==================== design 1
**Design 1: routed metal, one colour a layer**

(4 px per um)
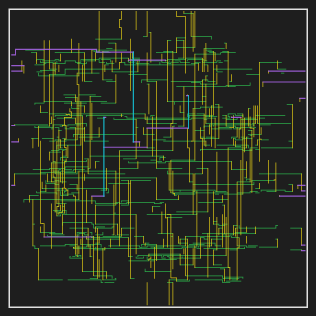

$ cat src/rtl/binary_to_bcd_seq.sv
// Sequential 8-bit binary to 3-digit BCD converter (shift-add-3), one shift per clock.
// Optional leading-zero blanking of the hundreds/tens digits: define LEADING_ZERO_BLANK_EN.
module binary_to_bcd_seq (
  input  logic       clk,
  input  logic       rst,
  input  logic       start,
  input  logic [7:0] bin,
  output logic       busy,
  output logic       done,
  output logic [3:0] bcd2,
  output logic [3:0] bcd1,
  output logic [3:0] bcd0
);

  typedef enum logic {IDLE, SHIFT} state_t;

`ifdef LEADING_ZERO_BLANK_EN
  localparam logic [3:0] RST_D2 = 4'hF;
  localparam logic [3:0] RST_D1 = 4'hF;
`else
  localparam logic [3:0] RST_D2 = 4'h0;
  localparam logic [3:0] RST_D1 = 4'h0;
`endif
  localparam logic [3:0] RST_D0 = 4'h0;

  state_t      state;
  logic [3:0]  cnt;
  logic [19:0] scratch;
  logic [19:0] adjusted;
  logic [19:0] shifted;
  logic [3:0]  load_d2;
  logic [3:0]  load_d1;

  // Add-3 correction on each BCD nibble, then the one-bit left shift.
  always_comb begin
    // NOTE: assign a default first so every path writes the signal and no latch is inferred.
    adjusted = scratch;
    for (int i = 0; i < 3; i++) begin
      if (scratch[8 + 4*i +: 4] >= 4'd5)
        adjusted[8 + 4*i +: 4] = scratch[8 + 4*i +: 4] + 4'd3;
    end
    shifted = {adjusted[18:0], 1'b0};
  end

  // Digits as loaded on the final iteration; 4'hF blanks the digit at the decoder.
  always_comb begin
    load_d2 = shifted[19:16];
    load_d1 = shifted[15:12];
`ifdef LEADING_ZERO_BLANK_EN
    if (shifted[19:16] == 4'd0) begin
      load_d2 = 4'hF;
      if (shifted[15:12] == 4'd0)
        load_d1 = 4'hF;
    end
`endif
  end

  // NOTE: sequential state uses non-blocking assignments so every register sees pre-edge values.
  always_ff @(posedge clk or posedge rst) begin
    if (rst) begin
      state   <= IDLE;
      cnt     <= 4'd0;
      scratch <= 20'd0;
      busy    <= 1'b0;
      done    <= 1'b0;
      bcd2    <= RST_D2;
      bcd1    <= RST_D1;
      bcd0    <= RST_D0;
    end else begin
      done <= 1'b0;
      case (state)
        IDLE: begin
          if (start) begin
            scratch <= {12'd0, bin};
            cnt     <= 4'd0;
            busy    <= 1'b1;
            state   <= SHIFT;
          end
        end
        SHIFT: begin
          scratch <= shifted;
          cnt     <= cnt + 4'd1;
          if (cnt == 4'd7) begin
            bcd2  <= load_d2;
            bcd1  <= load_d1;
            bcd0  <= shifted[11:8];
            done  <= 1'b1;
            busy  <= 1'b0;
            state <= IDLE;
          end
        end
        default: state <= IDLE;
      endcase
    end
  end

endmodule

$ cat config.mk
export PLATFORM = sky130hd
export DESIGN_NAME = binary_to_bcd_seq
export DESIGN_NICKNAME = d
export VERILOG_FILES = /design/src/rtl/binary_to_bcd_seq.sv
export SDC_FILE = /design/constraint.sdc
export NUM_CORES = 1
export LEC_CHECK = 0
export CAP_MARGIN = 25
export CELL_PAD_IN_SITES_DETAIL_PLACEMENT = 0
export CELL_PAD_IN_SITES_GLOBAL_PLACEMENT = 1
export CORE_UTILIZATION = 35
export DETAILED_ROUTE_END_ITERATION = 16
export HOLD_SLACK_MARGIN = 0.02
export PLACE_DENSITY_LB_ADDON = 0.1
export SLEW_MARGIN = 30
export SYNTH_ARGS = -nofsm -noshare
export SYNTH_HDL_FRONTEND = slang
export SYNTH_SLANG_ARGS = --single-unit
$ cat constraint.sdc
create_clock -name clk -period 2.55 [get_ports clk]
set_input_delay 0.3825 -clock clk [delete_from_list [all_inputs] [get_ports clk]]
set_output_delay 0.3825 -clock clk [all_outputs]
set_load 0.01 [all_outputs]
==================== design 2
### src/rtl/param_updown_counter_pkg.sv
// Shared definitions for the parametrised up/down counter family:
// direction encodings and the load-value clamp helper.
package param_counter_pkg;

  localparam logic DIR_UP = 1'b1;
  localparam logic DIR_DN = 1'b0;

  // Clamp arithmetic is done at this fixed width; callers cast in and out.
  localparam int CLAMP_W = 32;

  function automatic logic [CLAMP_W-1:0] clamp_to_max(
    input logic [CLAMP_W-1:0] val,
    input logic [CLAMP_W-1:0] max_val
  );
    return (val > max_val) ? max_val : val;
  endfunction

endpackage

### src/rtl/param_updown_counter_prescaler.sv
// Enable prescaler: produces one step every PRESCALE enabled cycles.
// Holds its phase while en=0; clr_sync (clear or load) restarts it.
module cnt_prescaler #(
  parameter int PRESCALE = 2
) (
  input  logic clk,
  input  logic rstn,
  input  logic en,
  input  logic clr_sync,
  output logic step
);

  localparam int PW = (PRESCALE > 1) ? $clog2(PRESCALE) : 1;
  localparam logic [PW-1:0] LAST = PW'(PRESCALE - 1);
  localparam logic [PW-1:0] ONE  = PW'(1);

  logic [PW-1:0] pre_q;
  logic          at_last;

  assign at_last = (pre_q == LAST);
  assign step    = en & ~clr_sync & at_last;

  always_ff @(posedge clk or negedge rstn) begin
    if (!rstn) begin
      pre_q <= '0;
    end else if (clr_sync) begin
      pre_q <= '0;
    end else if (en) begin
      pre_q <= at_last ? '0 : pre_q + ONE;
    end
  end

endmodule

### src/rtl/param_updown_counter.sv
// Parametrised modulo up/down counter with prescaled enable, clear, load and
// registered terminal-count pulse. PARAM_COUNTER_CAPTURE_EN adds cap/cap_val.
module param_updown_counter
  import param_counter_pkg::*;
#(
  parameter int WIDTH    = 8,
  parameter int MAX_VAL  = 2**WIDTH - 1,
  parameter int PRESCALE = 1
) (
  input  logic             clk,
  input  logic             rstn,
  input  logic             en,
  input  logic             up_dn,
  input  logic             clr,
  input  logic             load,
  input  logic [WIDTH-1:0] load_val,
`ifdef PARAM_COUNTER_CAPTURE_EN
  input  logic             cap,
  output logic [WIDTH-1:0] cap_val,
`endif
  output logic [WIDTH-1:0] count,
  output logic             tc,
  output logic             step
);

  localparam logic [WIDTH-1:0] MAX_W = WIDTH'(MAX_VAL);
  localparam logic [WIDTH-1:0] ONE   = WIDTH'(1);

  logic             clr_sync;
  logic [WIDTH-1:0] count_d;
  logic             tc_d;
  logic [WIDTH-1:0] load_clamped;

  assign clr_sync     = clr | load;
  assign load_clamped = WIDTH'(clamp_to_max(CLAMP_W'(load_val), CLAMP_W'(MAX_VAL)));

  generate
    if (PRESCALE > 1) begin : g_prescale
      cnt_prescaler #(
        .PRESCALE (PRESCALE)
      ) u_prescaler (
        .clk      (clk),
        .rstn     (rstn),
        .en       (en),
        .clr_sync (clr_sync),
        .step     (step)
      );
    end else begin : g_no_prescale
      assign step = en & ~clr_sync;
    end
  endgenerate

  // Priority: clear, then load, then step, else hold. tc only on a wrapping step.
  always_comb begin
    count_d = count;
    tc_d    = 1'b0;
    if (clr) begin
      count_d = '0;
    end else if (load) begin
      count_d = load_clamped;
    end else if (step) begin
      case (up_dn)
        DIR_UP: begin
          if (count == MAX_W) begin
            count_d = '0;
            tc_d    = 1'b1;
          end else begin
            count_d = count + ONE;
          end
        end
        DIR_DN: begin
          if (count == '0) begin
            count_d = MAX_W;
            tc_d    = 1'b1;
          end else begin
            count_d = count - ONE;
          end
        end
        default: count_d = count;
      endcase
    end
  end

  always_ff @(posedge clk or negedge rstn) begin
    if (!rstn) begin
      count <= '0;
      tc    <= 1'b0;
    end else begin
      count <= count_d;
      tc    <= tc_d;
    end
  end

`ifdef PARAM_COUNTER_CAPTURE_EN
  // Captures the pre-update count; independent of clear and load.
  always_ff @(posedge clk or negedge rstn) begin
    if (!rstn) begin
      cap_val <= '0;
    end else if (cap) begin
      cap_val <= count;
    end
  end
`endif

endmodule
### config.mk
export PLATFORM = sky130hd
export DESIGN_NAME = param_updown_counter
export DESIGN_NICKNAME = d
export VERILOG_FILES = /design/src/rtl/param_updown_counter_pkg.sv /design/src/rtl/param_updown_counter_prescaler.sv /design/src/rtl/param_updown_counter.sv
export SDC_FILE = /design/constraint.sdc
export NUM_CORES = 1
export LEC_CHECK = 0
export ABC_CLOCK_PERIOD_IN_PS = 2400
export CORE_UTILIZATION = 50
export CTS_BUF_LIST = sky130_fd_sc_hd__clkbuf_4
export DETAILED_ROUTE_END_ITERATION = 6
export PLACE_DENSITY = 0.88
export SLEW_MARGIN = 25
export SYNTH_ARGS = -nofsm -noshare
export SYNTH_HDL_FRONTEND = slang
export SYNTH_HIERARCHICAL = 1
export SYNTH_SLANG_ARGS = --single-unit
### constraint.sdc
create_clock -name clk -period 2.4 [get_ports clk]
set_input_delay 0.48 -clock clk [delete_from_list [all_inputs] [get_ports clk]]
set_output_delay 0.48 -clock clk [all_outputs]
set_load 0.05 [all_outputs]

==> notes/layouts.md <==
Pictures saved along the way, in no particular order.

Clock distribution.
image #1
(6 px per um)
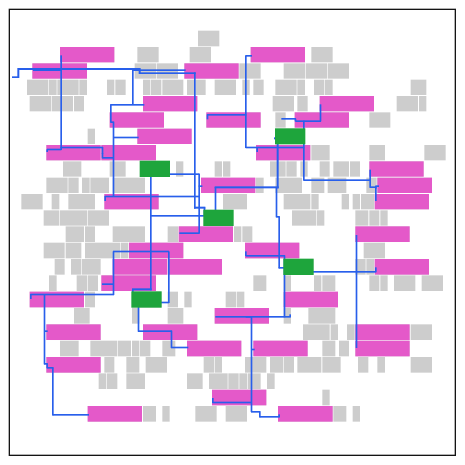
image #2
(12 px per um)
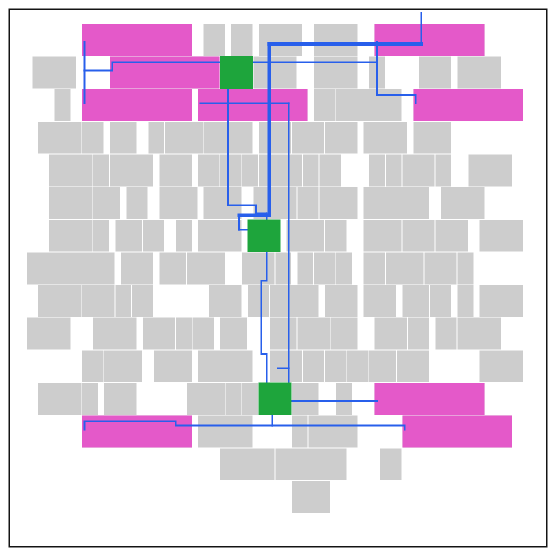
The one with the largest die is image #1.
The one with the most sequential cells is image #1.
For design 2, see image #2.
For design 1, see image #1.

**Design 2: routed metal, one colour a layer**

(6 px per um)
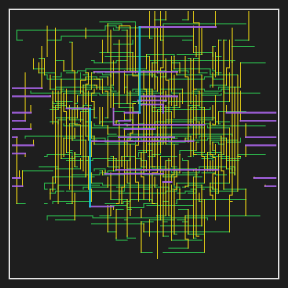
[cyan] met4 | wire length: 30.6 um
[yellow] met2 | wire length: 1,180 um
[green] met1 | wire length: 1,040 um
[purple] met3 | wire length: 189 um
GRT Util Overall: 0.2851
drt total wl: 2.437 mm

==> flow_summary.ini, design 2 <==
; flow metrics
[final_layout]
n_fill_cell = 135
largest_reg_flops = 8
final_util = 0.7070
logic_area_um2 = 601.8
diodes = 0
seq-cell-share = 0.1865
buffers = 29
clock_area_frac = 0.02487
num-nets-final = 156
clock_buffers = 4

[worst_setup_path]
crit_required_ps = 1920
cp.depth = 1
critPathTopFamily = buffers and inverters
worstSetupStartpointType = flop
rr_worst_depth = 6

[yosys]
async_flop_share = 1.000
yosysWarnings = 6
topCombFamilyByArea = AND-OR/OR-AND gates
synth_cells = 113
synth-simple-area-share = 0.2517
synthesis.nets = 130
topCellsByArea = dfrtp_1, ha_1, o21ai_0
synthAdderAreaFrac = 0.04127

[grt]
antenna_found_initial = 0

[cts]
ctsLongestPathBuffers = 2
post_cts_buffers = 0
cts_tree = done
ctsRootBufferMaster = clkbuf_4
cts_sinks = 9

[final_timing]
final.setup.tns_ps = 0
clock.fmax_mhz = 455.0
finClkSkew_ps = 11.92
layout_setup_ws_ps = 202.1

[placement]
dp.cells = 159
dp_slack_ps = 367.9

[pwr]
p_clk_frac = 0.243
internal_power_mw = 0.3431
p_clk_mw = 0.137

[floorplanning]
die-height_um = 44.65
die-area_um2 = 1994
num_tap_cells = 25
die_x_um = 44.65

[detailed_routing]
dr_wl_met3_um = 188
highest_layer = met4

[min_path]
hold_path_class = in2async

[run_status]
outcome = finished, final reports clean

[run]
warning_count = 28
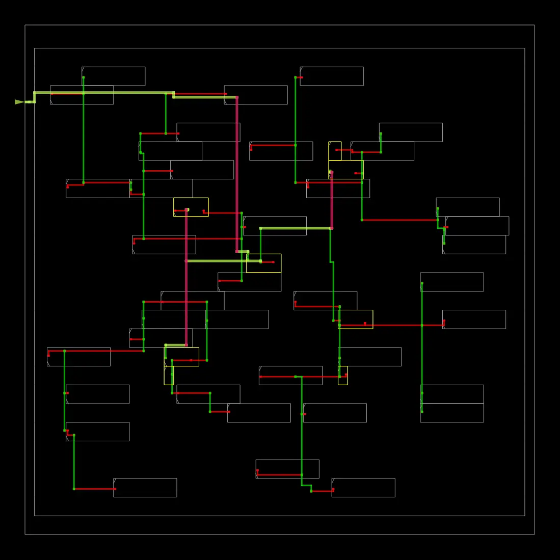
**Above:** design 1 (clock wiring as the flow saved it).
Clock Latency Late Sink: 290 ps
seq_cells: 39
clock sinks: 39
Num CTS Buffers: 5
Clk power: 0.400 mW

About 'routed metal, one colour a layer' of design 1:
[green] met1 | wire length: 1,740 um
[purple] met3 | wire length: 122 um
[yellow] met2 | wire length: 1,600 um
[cyan] met4 | wire length: 50.3 um
GRT Util Overall: 0.1459
routed vias: 1,282
drt total wl: 3.511 mm

==> flow_summary.ini, design 1 <==
; flow metrics
[final_timing]
clock.fmax_mhz = 625.8
finalCritPeriodShare = 0.6266

[worst_setup_path]
cp.depth = 6
path_cells = inv_1, ha_1, nand2b_1, a21oi_1, mux2_2, o22ai_1
critPathMaxStageDelay_ps = 400
cp.arrival_ps = 1810
crit_path_start = scratch[16]

[detailed_routing]
drt-wirelength-per-cell_um = 13.05

[yosys]
async_flop_share = 1.000
flop_cell = dfrtp_1
muxShareOfSynthArea = 0.08459
ys_seq_share = 0.5365
ys_types = 34
syn_avg_cell_area_um2 = 10.46
yosys_cells = 174
synth-simple-area-share = 0.1259

[floorplanning]
fp-utilization = 0.3752
coreArea_um2 = 4848
ioPinCount = 25

[grt]
grt_pass1_vias = 1228
grtUsageMet2 = 0.2212
grt_pass1_wl_mm = 5.913
met1_usage = 0.2005

[pwr]
p_comb_frac = 0.460
pwr_density_cell_nw_per_um2 = 1246

[final_layout]
stdcell_count = 269
logic_area_um2 = 773.2
num-multi-input-gates = 118
n_fill_cell = 485
diodes = 0

[run_status]
outcome = finished, final reports clean

[min_path]
min_from = bcd2[2]

[cts]
cts_tree = done

[placement]
place_area_um2 = 2135


==> gallery <==
Logic cells by family.
picture 1
(4 px per um)
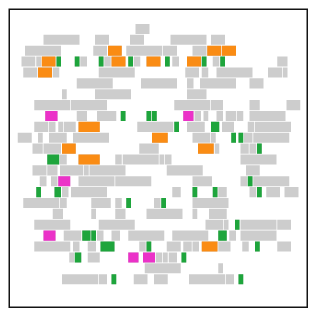
picture 2
(6 px per um)
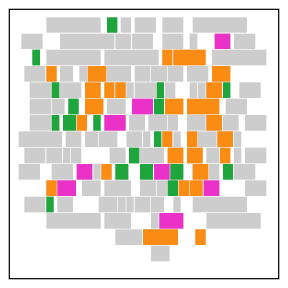
Picture 1 comes from design 1.
Picture 2 comes from design 2.

Key to picture 1:
[orange] multiplexers | cells: 14 | most used: mux2i_1
[green] NAND gates | cells: 35 | most used: nand2_1 | where: all over the die
[magenta] AND-OR and OR-AND gates | cells: 6 | most used: a22o_1


==> notes/layouts.md <==
Pictures saved along the way, in no particular order.

M3 wires.
Plate I
(6 px per um)
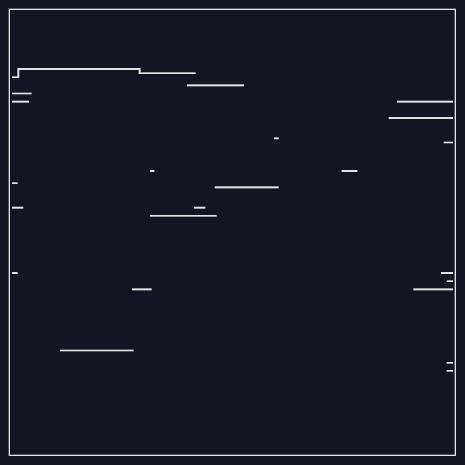
Plate II
(12 px per um)
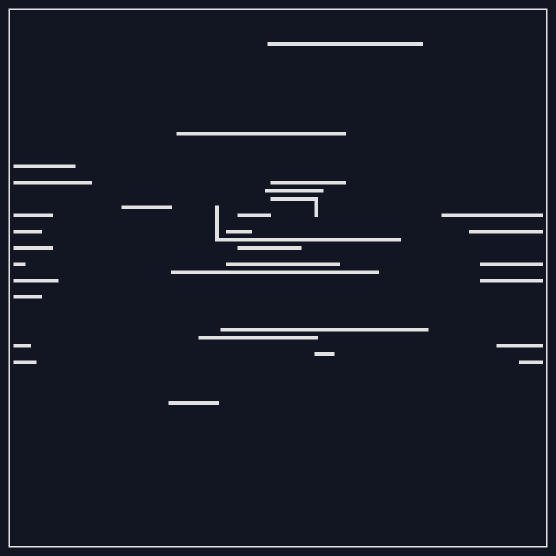
Of these, largest die: Plate I
Plate II comes from design 2.
Plate I comes from design 1.

Key to Plate II:
wire length on this layer: 189 um
longest straight run: 17.0 um
nets with wire on the layer: 30
share of all routed wire: 7.7%

Power is estimated from default activity; no workload was simulated.
